==================== apb_reg_master_flat
### src/rtl/apb_reg_master_if.sv
// apb_reg_master_if
//   Bundles the command/response handshake and the APB bus of apb_reg_master.
//   Parameter ADDR_WIDTH: APB/command address width.
//   Modports:
//     master - the apb_reg_master side (drives cmd_ready, rsp_*, APB control/address/data)
//     slave  - the opposite side (command issuer plus APB completer)
//   Signals:
//     cmd_valid/cmd_ready/cmd_write/cmd_addr/cmd_wdata  command request handshake
//     rsp_valid/rsp_rdata/rsp_err/rsp_timeout           one-cycle completion report
//     PSEL/PENABLE/PWRITE/PADDR/PWDATA                  APB request
//     PRDATA/PREADY/PSLVERR                             APB response
interface apb_reg_master_if #(
    parameter int unsigned ADDR_WIDTH = 8
);
    logic                  cmd_valid;
    logic                  cmd_ready;
    logic                  cmd_write;
    logic [ADDR_WIDTH-1:0] cmd_addr;
    logic [31:0]           cmd_wdata;

    logic                  rsp_valid;
    logic [31:0]           rsp_rdata;
    logic                  rsp_err;
    logic                  rsp_timeout;

    logic                  PSEL;
    logic                  PENABLE;
    logic                  PWRITE;
    logic [ADDR_WIDTH-1:0] PADDR;
    logic [31:0]           PWDATA;
    logic [31:0]           PRDATA;
    logic                  PREADY;
    logic                  PSLVERR;

    modport master (
        input  cmd_valid, cmd_write, cmd_addr, cmd_wdata,
        input  PRDATA, PREADY, PSLVERR,
        output cmd_ready, rsp_valid, rsp_rdata, rsp_err, rsp_timeout,
        output PSEL, PENABLE, PWRITE, PADDR, PWDATA
    );

    modport slave (
        output cmd_valid, cmd_write, cmd_addr, cmd_wdata,
        output PRDATA, PREADY, PSLVERR,
        input  cmd_ready, rsp_valid, rsp_rdata, rsp_err, rsp_timeout,
        input  PSEL, PENABLE, PWRITE, PADDR, PWDATA
    );
endinterface

### src/rtl/apb_reg_master.sv
// apb_reg_master
//   Turns single register commands into APB transfers (IDLE -> SETUP -> ACCESS -> RESP)
//   and reports each completion with a one-cycle rsp_valid pulse.
//   Parameters:
//     ADDR_WIDTH     APB address width (default 8)
//     TIMEOUT_CYCLES maximum PREADY-low ACCESS cycles, 1..255 (default 16)
//   Ports:
//     RegClk    clock, rising edge
//     RegReset  asynchronous active-high reset
//     bus       apb_reg_master_if.master: command, response and APB signals
//   Build option:
//     APB_REG_MASTER_TIMEOUT_EN  when defined, an 8-bit wait counter aborts an ACCESS phase
//     that sees TIMEOUT_CYCLES PREADY-low cycles; otherwise ACCESS waits forever and
//     rsp_timeout is tied low.
module apb_reg_master #(
    parameter int unsigned ADDR_WIDTH     = 8,
    parameter int unsigned TIMEOUT_CYCLES = 16
) (
    input logic              RegClk,
    input logic              RegReset,
    apb_reg_master_if.master bus
);

    typedef enum logic [1:0] {StIdle, StSetup, StAccess, StResp} state_e;

    state_e                r_state;
    state_e                w_state_next;

    logic                  r_psel;
    logic                  r_penable;
    logic                  r_pwrite;
    logic [ADDR_WIDTH-1:0] r_paddr;
    logic [31:0]           r_pwdata;
    logic                  r_rsp_valid;
    logic [31:0]           r_rsp_rdata;
    logic                  r_rsp_err;

    logic                  w_cmd_ready;
    logic                  w_accept;
    logic                  w_done;
    logic                  w_timeout;

    if (TIMEOUT_CYCLES < 1 || TIMEOUT_CYCLES > 255) begin : g_bad_timeout
        $error("apb_reg_master: TIMEOUT_CYCLES must be in 1..255");
    end

    // Held low during reset even though the state register already reads IDLE.
    assign w_cmd_ready = (r_state == StIdle) && !RegReset;

    always_comb begin
        w_state_next = r_state;
        w_accept     = 1'b0;
        w_done       = 1'b0;
        unique case (r_state)
            StIdle: begin
                if (bus.cmd_valid && w_cmd_ready) begin
                    w_accept     = 1'b1;
                    w_state_next = StSetup;
                end
            end
            StSetup: begin
                w_state_next = StAccess;
            end
            StAccess: begin
                // PSLVERR is only looked at on the PREADY=1 cycle.
                if (bus.PREADY) begin
                    w_done       = 1'b1;
                    w_state_next = StResp;
                end else if (w_timeout) begin
                    w_state_next = StResp;
                end
            end
            StResp: begin
                w_state_next = StIdle;
            end
            default: begin
                w_state_next = StIdle;
            end
        endcase
    end

    // APB control and rsp_valid are decoded from the next state so that every output
    // comes straight from a flop and still lines up with the state it belongs to.
    always_ff @(posedge RegClk or posedge RegReset) begin
        if (RegReset) begin
            r_state     <= StIdle;
            r_psel      <= 1'b0;
            r_penable   <= 1'b0;
            r_pwrite    <= 1'b0;
            r_paddr     <= '0;
            r_pwdata    <= '0;
            r_rsp_valid <= 1'b0;
            r_rsp_rdata <= '0;
            r_rsp_err   <= 1'b0;
        end else begin
            r_state     <= w_state_next;
            r_psel      <= (w_state_next == StSetup) || (w_state_next == StAccess);
            r_penable   <= (w_state_next == StAccess);
            r_rsp_valid <= (w_state_next == StResp);
            if (w_accept) begin
                r_pwrite <= bus.cmd_write;
                r_paddr  <= bus.cmd_addr;
                r_pwdata <= bus.cmd_wdata;
            end
            if (w_done) begin
                r_rsp_err   <= bus.PSLVERR;
                r_rsp_rdata <= r_pwrite ? 32'd0 : bus.PRDATA;
            end else if (w_timeout) begin
                r_rsp_err   <= 1'b1;
                r_rsp_rdata <= 32'd0;
            end
        end
    end

`ifdef APB_REG_MASTER_TIMEOUT_EN
    // Timeout fires on the PREADY-low ACCESS cycle that would bring the count to
    // TIMEOUT_CYCLES; PREADY=1 on that same cycle completes normally instead.
    localparam logic [7:0] WaitLast = 8'(TIMEOUT_CYCLES - 1);

    logic [7:0] r_wait_cnt;
    logic       r_rsp_timeout;

    assign w_timeout = (r_state == StAccess) && !bus.PREADY && (r_wait_cnt == WaitLast);

    always_ff @(posedge RegClk or posedge RegReset) begin
        if (RegReset) begin
            r_wait_cnt <= 8'd0;
        end else if (r_state == StSetup) begin
            r_wait_cnt <= 8'd0;
        end else if ((r_state == StAccess) && !bus.PREADY) begin
            r_wait_cnt <= r_wait_cnt + 8'd1;
        end
    end

    always_ff @(posedge RegClk or posedge RegReset) begin
        if (RegReset) begin
            r_rsp_timeout <= 1'b0;
        end else if (w_done) begin
            r_rsp_timeout <= 1'b0;
        end else if (w_timeout) begin
            r_rsp_timeout <= 1'b1;
        end
    end

    assign bus.rsp_timeout = r_rsp_timeout;
`else
    assign w_timeout       = 1'b0;
    assign bus.rsp_timeout = 1'b0;
`endif

    assign bus.cmd_ready = w_cmd_ready;
    assign bus.PSEL      = r_psel;
    assign bus.PENABLE   = r_penable;
    assign bus.PWRITE    = r_pwrite;
    assign bus.PADDR     = r_paddr;
    assign bus.PWDATA    = r_pwdata;
    assign bus.rsp_valid = r_rsp_valid;
    assign bus.rsp_rdata = r_rsp_rdata;
    assign bus.rsp_err   = r_rsp_err;

endmodule

### src/flat_wrapper.sv
// flat-port wrapper written by rule: the top's interface ports become plain ports
module apb_reg_master_flat 
#(
    parameter int unsigned ADDR_WIDTH     = 8,
    parameter int unsigned TIMEOUT_CYCLES = 16
)
  (RegClk, RegReset, bus_cmd_valid, bus_cmd_write, bus_cmd_addr, bus_cmd_wdata, bus_PRDATA, bus_PREADY, bus_PSLVERR, bus_cmd_ready, bus_rsp_valid, bus_rsp_rdata, bus_rsp_err, bus_rsp_timeout, bus_PSEL, bus_PENABLE, bus_PWRITE, bus_PADDR, bus_PWDATA);
  apb_reg_master_if #(.ADDR_WIDTH(ADDR_WIDTH)) bus_i ();
  input logic RegClk;
  input logic RegReset;
  input wire logic [$bits(bus_i.cmd_valid)-1:0] bus_cmd_valid;
  input wire logic [$bits(bus_i.cmd_write)-1:0] bus_cmd_write;
  input wire logic [$bits(bus_i.cmd_addr)-1:0] bus_cmd_addr;
  input wire logic [$bits(bus_i.cmd_wdata)-1:0] bus_cmd_wdata;
  input wire logic [$bits(bus_i.PRDATA)-1:0] bus_PRDATA;
  input wire logic [$bits(bus_i.PREADY)-1:0] bus_PREADY;
  input wire logic [$bits(bus_i.PSLVERR)-1:0] bus_PSLVERR;
  output wire logic [$bits(bus_i.cmd_ready)-1:0] bus_cmd_ready;
  output wire logic [$bits(bus_i.rsp_valid)-1:0] bus_rsp_valid;
  output wire logic [$bits(bus_i.rsp_rdata)-1:0] bus_rsp_rdata;
  output wire logic [$bits(bus_i.rsp_err)-1:0] bus_rsp_err;
  output wire logic [$bits(bus_i.rsp_timeout)-1:0] bus_rsp_timeout;
  output wire logic [$bits(bus_i.PSEL)-1:0] bus_PSEL;
  output wire logic [$bits(bus_i.PENABLE)-1:0] bus_PENABLE;
  output wire logic [$bits(bus_i.PWRITE)-1:0] bus_PWRITE;
  output wire logic [$bits(bus_i.PADDR)-1:0] bus_PADDR;
  output wire logic [$bits(bus_i.PWDATA)-1:0] bus_PWDATA;
  assign bus_i.cmd_valid = bus_cmd_valid;
  assign bus_i.cmd_write = bus_cmd_write;
  assign bus_i.cmd_addr = bus_cmd_addr;
  assign bus_i.cmd_wdata = bus_cmd_wdata;
  assign bus_i.PRDATA = bus_PRDATA;
  assign bus_i.PREADY = bus_PREADY;
  assign bus_i.PSLVERR = bus_PSLVERR;
  assign bus_cmd_ready = bus_i.cmd_ready;
  assign bus_rsp_valid = bus_i.rsp_valid;
  assign bus_rsp_rdata = bus_i.rsp_rdata;
  assign bus_rsp_err = bus_i.rsp_err;
  assign bus_rsp_timeout = bus_i.rsp_timeout;
  assign bus_PSEL = bus_i.PSEL;
  assign bus_PENABLE = bus_i.PENABLE;
  assign bus_PWRITE = bus_i.PWRITE;
  assign bus_PADDR = bus_i.PADDR;
  assign bus_PWDATA = bus_i.PWDATA;
  apb_reg_master #(.ADDR_WIDTH(ADDR_WIDTH), .TIMEOUT_CYCLES(TIMEOUT_CYCLES)) u_core (.RegClk(RegClk), .RegReset(RegReset), .bus(bus_i));
endmodule
### config.mk
export PLATFORM = sky130hd
export DESIGN_NAME = apb_reg_master_flat
export DESIGN_NICKNAME = d
export VERILOG_FILES = /design/src/rtl/apb_reg_master_if.sv /design/src/rtl/apb_reg_master.sv /design/src/flat_wrapper.sv
export SDC_FILE = /design/constraint.sdc
export NUM_CORES = 1
export LEC_CHECK = 0
export CAP_MARGIN = 20
export CORE_MARGIN = 2
export CORE_UTILIZATION = 40
export DETAILED_ROUTE_END_ITERATION = 10
export GPL_TIMING_DRIVEN = 0
export HOLD_SLACK_MARGIN = 0.12
export PLACE_DENSITY = 0.86
export SLEW_MARGIN = 15
export SYNTH_ARGS = -nofsm -noshare
export SYNTH_HDL_FRONTEND = slang
export SYNTH_SLANG_ARGS = --single-unit
### constraint.sdc
create_clock -name RegClk -period 6.9 [get_ports RegClk]
set_input_delay 0.69 -clock RegClk [delete_from_list [all_inputs] [get_ports RegClk]]
set_output_delay 0.69 -clock RegClk [all_outputs]
set_load 0.02 [all_outputs]
==================== fetch_unit_flat
[config.mk]
export PLATFORM = sky130hd
export DESIGN_NAME = fetch_unit_flat
export DESIGN_NICKNAME = d
export VERILOG_FILES = /design/src/rtl/fetch_unit_if.sv /design/src/rtl/fetch_unit.sv /design/src/flat_wrapper.sv
export SDC_FILE = /design/constraint.sdc
export NUM_CORES = 1
export LEC_CHECK = 0
export CORE_ASPECT_RATIO = 0.6
export CORE_MARGIN = 4
export CORE_UTILIZATION = 48
export CTS_CLUSTER_SIZE = 10
export DETAILED_ROUTE_END_ITERATION = 6
export PLACE_DENSITY_LB_ADDON = 0.3
export SLEW_MARGIN = 30
export SYNTH_ARGS = -nofsm -noshare
export SYNTH_HDL_FRONTEND = slang
export SYNTH_SLANG_ARGS = --single-unit
[constraint.sdc]
create_clock -name clk -period 2.2 [get_ports clk]
set_input_delay 0.44 -clock clk [delete_from_list [all_inputs] [get_ports clk]]
set_output_delay 0.44 -clock clk [all_outputs]
set_load 0.1 [all_outputs]
[src/rtl/fetch_unit_if.sv]
// Fetch unit bus bundle: instruction ROM read port, decode handshake and redirect.
// master = fetch unit side, slave = ROM/decoder/branch side.
interface fetch_unit_if #(
    parameter int ADDR_W  = 15,
    parameter int INSTR_W = 16
);
    logic               rom_req;
    logic [ADDR_W-1:0]  rom_addr;
    logic               rom_ack;
    logic [INSTR_W-1:0] rom_data;
    logic               instr_valid;
    logic [INSTR_W-1:0] instr;
    logic [ADDR_W-1:0]  instr_pc;
    logic               instr_ready;
    logic               jump;
    logic [ADDR_W-1:0]  jump_addr;

    modport master (
        output rom_req, rom_addr,
        input  rom_ack, rom_data,
        output instr_valid, instr, instr_pc,
        input  instr_ready, jump, jump_addr
    );

    modport slave (
        input  rom_req, rom_addr,
        output rom_ack, rom_data,
        input  instr_valid, instr, instr_pc,
        output instr_ready, jump, jump_addr
    );
endinterface

[src/rtl/fetch_unit.sv]
// Hack-style instruction fetch front end: owns the PC, reads the ROM over req/ack,
// hands words to decode over valid/ready. Optional stall counter: FETCH_STALL_CNT_EN.
module fetch_unit #(
    parameter int                 ADDR_W       = 15,
    parameter int                 INSTR_W      = 16,
    parameter logic [ADDR_W-1:0]  RESET_VECTOR = '0
) (
    input  logic         clk,
    input  logic         reset,
`ifdef FETCH_STALL_CNT_EN
    output logic [15:0]  stall_cnt,
`endif
    fetch_unit_if.master bus
);

    typedef enum logic [1:0] {
        START   = 2'd0,
        FETCH   = 2'd1,
        DISCARD = 2'd2,
        HOLD    = 2'd3
    } state_t;

    state_t             state, state_n;
    logic [ADDR_W-1:0]  pc, pc_n;
    logic               req_n;
    logic [ADDR_W-1:0]  addr_n;
    logic               valid_n;
    logic [INSTR_W-1:0] instr_n;
    logic [ADDR_W-1:0]  ipc_n;

    // State, PC and all outputs are registered together.
    always_ff @(posedge clk or posedge reset) begin
        if (reset) begin
            state           <= START;
            pc              <= RESET_VECTOR;
            bus.rom_req     <= 1'b0;
            bus.rom_addr    <= '0;
            bus.instr_valid <= 1'b0;
            bus.instr       <= '0;
            bus.instr_pc    <= '0;
        end else begin
            state           <= state_n;
            pc              <= pc_n;
            bus.rom_req     <= req_n;
            bus.rom_addr    <= addr_n;
            bus.instr_valid <= valid_n;
            bus.instr       <= instr_n;
            bus.instr_pc    <= ipc_n;
        end
    end

    // Next-state sequencing; a jump overrides everything except reset.
    always_comb begin
        state_n = state;
        pc_n    = pc;
        req_n   = bus.rom_req;
        addr_n  = bus.rom_addr;
        valid_n = bus.instr_valid;
        instr_n = bus.instr;
        ipc_n   = bus.instr_pc;
        unique case (state)
            START: begin
                pc_n    = bus.jump ? bus.jump_addr : pc;
                state_n = FETCH;
                req_n   = 1'b1;
                addr_n  = pc_n;
            end
            FETCH: begin
                if (bus.jump) begin
                    pc_n = bus.jump_addr;
                    if (bus.rom_ack) begin
                        addr_n = bus.jump_addr;
                    end else begin
                        // Outstanding read must complete; its data is dropped.
                        state_n = DISCARD;
                    end
                end else if (bus.rom_ack) begin
                    instr_n = bus.rom_data;
                    ipc_n   = bus.rom_addr;
                    valid_n = 1'b1;
                    req_n   = 1'b0;
                    pc_n    = bus.rom_addr + ADDR_W'(1);
                    state_n = HOLD;
                end
            end
            DISCARD: begin
                pc_n = bus.jump ? bus.jump_addr : pc;
                if (bus.rom_ack) begin
                    addr_n  = pc_n;
                    state_n = FETCH;
                end
            end
            HOLD: begin
                if (bus.jump) begin
                    pc_n    = bus.jump_addr;
                    valid_n = 1'b0;
                    req_n   = 1'b1;
                    addr_n  = bus.jump_addr;
                    state_n = FETCH;
                end else if (bus.instr_ready) begin
                    valid_n = 1'b0;
                    req_n   = 1'b1;
                    addr_n  = pc;
                    state_n = FETCH;
                end
            end
            default: begin
                state_n = START;
            end
        endcase
    end

`ifdef FETCH_STALL_CNT_EN
    // Saturating count of cycles lost waiting on the ROM or the decoder.
    always_ff @(posedge clk or posedge reset) begin
        if (reset) begin
            stall_cnt <= '0;
        end else if (((bus.instr_valid && !bus.instr_ready) ||
                      (bus.rom_req && !bus.rom_ack)) &&
                     (stall_cnt != 16'hFFFF)) begin
            stall_cnt <= stall_cnt + 16'd1;
        end
    end
`endif

endmodule
[src/flat_wrapper.sv]
// flat-port wrapper written by rule: the top's interface ports become plain ports
module fetch_unit_flat 
#(
    parameter int                 ADDR_W       = 15,
    parameter int                 INSTR_W      = 16,
    parameter logic [ADDR_W-1:0]  RESET_VECTOR = '0
)
  (clk, reset, bus_rom_req, bus_rom_addr, bus_rom_ack, bus_rom_data, bus_instr_valid, bus_instr, bus_instr_pc, bus_instr_ready, bus_jump, bus_jump_addr);
  fetch_unit_if #(.ADDR_W(ADDR_W), .INSTR_W(INSTR_W)) bus_i ();
  input  logic clk;
  input  logic reset;
  output wire logic [$bits(bus_i.rom_req)-1:0] bus_rom_req;
  output wire logic [$bits(bus_i.rom_addr)-1:0] bus_rom_addr;
  input wire logic [$bits(bus_i.rom_ack)-1:0] bus_rom_ack;
  input wire logic [$bits(bus_i.rom_data)-1:0] bus_rom_data;
  output wire logic [$bits(bus_i.instr_valid)-1:0] bus_instr_valid;
  output wire logic [$bits(bus_i.instr)-1:0] bus_instr;
  output wire logic [$bits(bus_i.instr_pc)-1:0] bus_instr_pc;
  input wire logic [$bits(bus_i.instr_ready)-1:0] bus_instr_ready;
  input wire logic [$bits(bus_i.jump)-1:0] bus_jump;
  input wire logic [$bits(bus_i.jump_addr)-1:0] bus_jump_addr;
  assign bus_rom_req = bus_i.rom_req;
  assign bus_rom_addr = bus_i.rom_addr;
  assign bus_i.rom_ack = bus_rom_ack;
  assign bus_i.rom_data = bus_rom_data;
  assign bus_instr_valid = bus_i.instr_valid;
  assign bus_instr = bus_i.instr;
  assign bus_instr_pc = bus_i.instr_pc;
  assign bus_i.instr_ready = bus_instr_ready;
  assign bus_i.jump = bus_jump;
  assign bus_i.jump_addr = bus_jump_addr;
  fetch_unit #(.ADDR_W(ADDR_W), .INSTR_W(INSTR_W), .RESET_VECTOR(RESET_VECTOR)) u_core (.clk(clk), .reset(reset), .bus(bus_i));
endmodule
==================== truth_table_sweep
==> src/rtl/truth_table_sweep.sv <==
// Walks the 3-bit vector {B,C,D} through 0..7, lets the stage under test settle,
// and captures its Y response into an 8-bit truth table checked against a golden one.
module truth_table_sweep #(
    parameter int unsigned SETTLE_CYCLES = 2
) (
    input  logic       clk,
    input  logic       rst_n,
    input  logic       start,
    input  logic       y_in,
    input  logic [7:0] expected_tt,
    output logic       b_out,
    output logic       c_out,
    output logic       d_out,
    output logic       busy,
    output logic       done,
    output logic [7:0] table_out,
    output logic       result_valid,
    output logic       pass
);

    typedef enum logic [1:0] {
        IDLE,
        SETTLE,
        SAMPLE,
        DONE
    } state_e;

    localparam logic [3:0] SettleLast = 4'(SETTLE_CYCLES - 1);

    state_e     state_q, state_d;
    logic [2:0] idx_q, idx_d;
    logic [3:0] cnt_q, cnt_d;
    logic [7:0] table_q, table_d;
    logic       valid_q, valid_d;

    always_ff @(posedge clk or negedge rst_n) begin
        if (!rst_n) begin
            state_q <= IDLE;
            idx_q   <= 3'd0;
            cnt_q   <= 4'd0;
            table_q <= 8'h00;
            valid_q <= 1'b0;
        end else begin
            state_q <= state_d;
            idx_q   <= idx_d;
            cnt_q   <= cnt_d;
            table_q <= table_d;
            valid_q <= valid_d;
        end
    end

    always_comb begin
        state_d = state_q;
        idx_d   = idx_q;
        cnt_d   = cnt_q;
        table_d = table_q;
        valid_d = valid_q;
        case (state_q)
            IDLE: begin
                if (start) begin
                    idx_d   = 3'd0;
                    cnt_d   = 4'd0;
                    table_d = 8'h00;
                    valid_d = 1'b0;
                    state_d = SETTLE;
                end
            end
            SETTLE: begin
                cnt_d = cnt_q + 4'd1;
                if (cnt_q == SettleLast) begin
                    state_d = SAMPLE;
                end
            end
            SAMPLE: begin
                table_d[idx_q] = y_in;
                // The last vector ends the sweep instead of wrapping idx back to 0.
                if (idx_q != 3'd7) begin
                    idx_d   = idx_q + 3'd1;
                    cnt_d   = 4'd0;
                    state_d = SETTLE;
                end else begin
                    valid_d = 1'b1;
                    state_d = DONE;
                end
            end
            DONE: begin
                state_d = IDLE;
            end
            default: begin
                state_d = IDLE;
            end
        endcase
    end

    assign busy         = (state_q == SETTLE) || (state_q == SAMPLE);
    assign done         = (state_q == DONE);
    assign b_out        = busy & idx_q[2];
    assign c_out        = busy & idx_q[1];
    assign d_out        = busy & idx_q[0];
    assign table_out    = table_q;
    assign result_valid = valid_q;
    assign pass         = valid_q && (table_q == expected_tt);

endmodule

==> config.mk <==
export PLATFORM = sky130hd
export DESIGN_NAME = truth_table_sweep
export DESIGN_NICKNAME = d
export VERILOG_FILES = /design/src/rtl/truth_table_sweep.sv
export SDC_FILE = /design/constraint.sdc
export NUM_CORES = 1
export LEC_CHECK = 0
export ABC_AREA = 1
export CAP_MARGIN = 20
export CORE_MARGIN = 2
export CORE_UTILIZATION = 62
export DETAILED_ROUTE_END_ITERATION = 6
export DONT_BUFFER_PORTS = 1
export HOLD_SLACK_MARGIN = 0.03
export PLACE_DENSITY = 0.78
export SLEW_MARGIN = 20
export SYNTH_ARGS = -nofsm -noshare
export SYNTH_HDL_FRONTEND = slang
export SYNTH_SLANG_ARGS = --single-unit
==> constraint.sdc <==
create_clock -name clk -period 1.9 [get_ports clk]
set_clock_uncertainty 0.15 [all_clocks]
set_input_delay 0.475 -clock clk [delete_from_list [all_inputs] [get_ports clk]]
set_output_delay 0.475 -clock clk [all_outputs]
set_load 0.01 [all_outputs]
Figure 1. Sequential cells coloured by netlist name (truth_table_sweep).
(6 px per um) Other sequential cells in the stronger grey, the rest of the logic in the fainter grey.
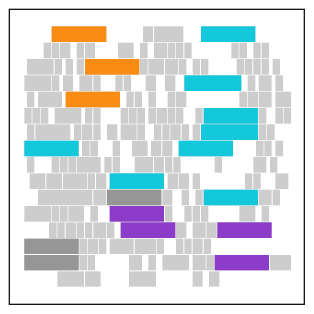
[cnt_q] purple | sequential cells: 4
[table_out] cyan | sequential cells: 8
[idx_q] orange | sequential cells: 3
not coloured: 3

==> results.json, truth_table_sweep <==
{
  "status": "finished clean",
  "synth_top_area_share_pct": 36.0,
  "postCtsSetupBuffers": 2,
  "syn_to_final_growth_pct": 10.9,
  "most_common_cell": "nand2_1",
  "crit_chain": "nand2_1 > nand2_1 > nor2_1 > nand3_1 > nor2_2",
  "enable_flop_cells": 0,
  "fin_util_pct": 71.5,
  "layout_top_cell": "nand2_1",
  "hold_depth": 2,
  "nets": 211,
  "grt_use_met2_pct": 41.1,
  "critPathTopFamily": "simple AND/OR/NAND/NOR gates",
  "cp_slowest_cell": "dfrtp_1",
  "largest_register_ffs": 8,
  "max_stage_delay_ps": 450,
  "yosysTopAreaCell": "dfrtp_1",
  "synthCells": 182,
  "cts-resized-gates": 2,
  "dp_slack_ps": 183,
  "setup_viol": 0,
  "hold_end": "table_out[1]$_DFFE_PN0P_",
  "final_area_mm2": 0.00139,
  "cts_buffers": 3,
  "place_area_mm2": 0.00128,
  "area.sequential_um2": 453,
  "hp-class": "input pin to flip-flop",
  "grt_use_met1_pct": 31.0,
  "dominant_cells": "multi-input combinational cells",
  "r2r_start": "state_q[1]$_DFFE_PN0P_",
  "yosys_warnings": 0,
  "cts_tree": "built",
  "drt-wirelength-per-cell_um": 11.6,
  "grt.busiest_layer": "met2"
}
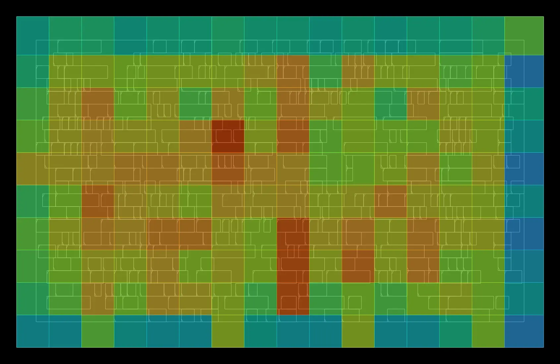
Figure 2: fetch_unit_flat, track usage over the die.
Layout Utilization: 67.3%
met3 Usage GRT: 7.45%
WL/cell: 15.2 um
GRT Util Overall: 20.0%
M1 GR Usage: 28.8%

==> results.json, fetch_unit_flat <==
{
  "status": "finished clean",
  "clock-sinks": 65,
  "hp-class": "flip-flop to flip-flop",
  "clock_latency_ps": 330,
  "hold_end": "u_core.bus.instr_pc[10]$_DFFE_PP0P_",
  "synthAoiAreaFrac_pct": 7.66,
  "synthCells": 320,
  "worst_slew_pin_slew_ps": 636,
  "grt_pass1_wl_um": 12700,
  "grt_use_met2_pct": 29.9,
  "crit_end": "u_core.pc[7]$_DFFE_PP0N_",
  "clock_buffer_count": 10,
  "fp_nets": 357,
  "logic_gates": 232,
  "area.sequential_mm2": 0.00163,
  "routed_wl_um": 7580,
  "cts-resized-gates": 0,
  "grt_overflow": 0,
  "largest_register_ffs": 16,
  "critPathRequiredTime_ps": 2440,
  "ys_chip_area_mm2": 0.00310,
  "enable_flop_cells": 0,
  "r2r_end": "u_core.pc[12]$_DFFE_PP0N_",
  "postRouteAntennaNets": 0,
  "mux_share_pct": 11.6,
  "syn_area_mm2": 0.00310
}
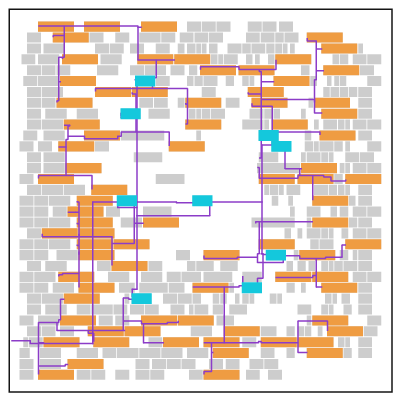
Figure 3: apb_reg_master_flat, clock distribution.
(4 px per um)
[clock wires] purple | length: 940 um
[clock-net drivers] cyan | count: 9
[flip-flops] orange | count: 79
routed clock nets: 10
flops lie: widely spread
Latency at later pin: 340 ps
Final Skew: 7.19 ps

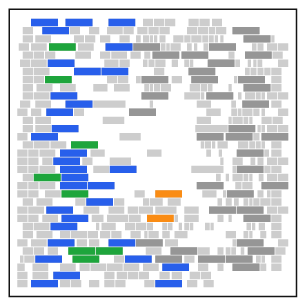
Figure 4: apb_reg_master_flat, sequential cells coloured by netlist name.
(3 px per um) Other sequential cells in the stronger grey, the rest of the logic in the fainter grey.
[u_core.bus.PWDATA] blue | sequential cells: 32
[u_core.bus.PADDR] green | sequential cells: 8
[u_core.r_state] orange | sequential cells: 2
not coloured: 37

==> results.json, apb_reg_master_flat <==
{
  "status": "finished clean",
  "tap-cell-count": 105,
  "hp-class": "flip-flop to flip-flop",
  "setup_viol": 0,
  "worstRegToRegCells": 7,
  "port_buffers": 155,
  "buffers": 171,
  "final_area_mm2": 0.00528,
  "core_mm2": 0.00813,
  "arrival_ps": 2020,
  "max_stage_delay_ps": 630,
  "drt-wirelength-per-cell_um": 14.9,
  "cp-end-kind": "output port",
  "post-place-cells": 510,
  "most_common_cell": "dfrtp_1",
  "met3_usage_pct": 4.66,
  "yosys.area_share.simple_pct": 10.7,
  "initCoreUtil_pct": 41.0,
  "cap_violations": 0,
  "synthTopCellsByCount": "dfrtp_1, mux2_4, o21ai_0",
  "area_leaders": "dfrtp_1, mux2_4, nand2b_1",
  "ys_chip_area_mm2": 0.00333,
  "hold_start": "u_core.bus.rsp_rdata[15]$_DFFE_PP0P_",
  "worst-path-stages": 3,
  "synth_top_area_share_pct": 59.3,
  "cp_slowest_cell": "clkdlybuf4s50_1",
  "ys_sh_xor_pct": 0,
  "design.seq.count": 79,
  "antenna_found_initial": 0,
  "synth.comb.largest_family": "multiplexers",
  "reg2reg_slack_ps": 5280,
  "synthCells": 249,
  "fa_ha_area_share_pct": 1.50,
  "dominant_cells": "sequential cells",
  "max_freq_ghz": 0.369,
  "yosys_warnings": 0
}


==> notes/layouts.md <==
Pictures saved along the way, in no particular order.

Met3 routing.
(a)
(6 px per um) Cells faint in the background.
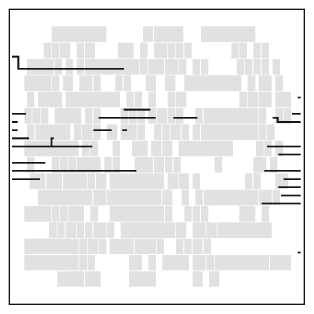
(b)
(3 px per um) Cells faint in the background.
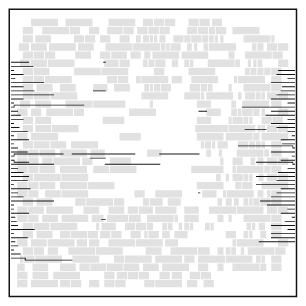
(c)
(2 px per um) Cells faint in the background.
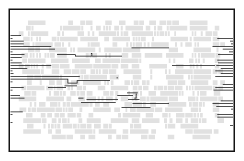
- (c) = fetch_unit_flat
- (b) = apb_reg_master_flat
- (a) = truth_table_sweep
- largest die: (b)
- smallest die: (a)

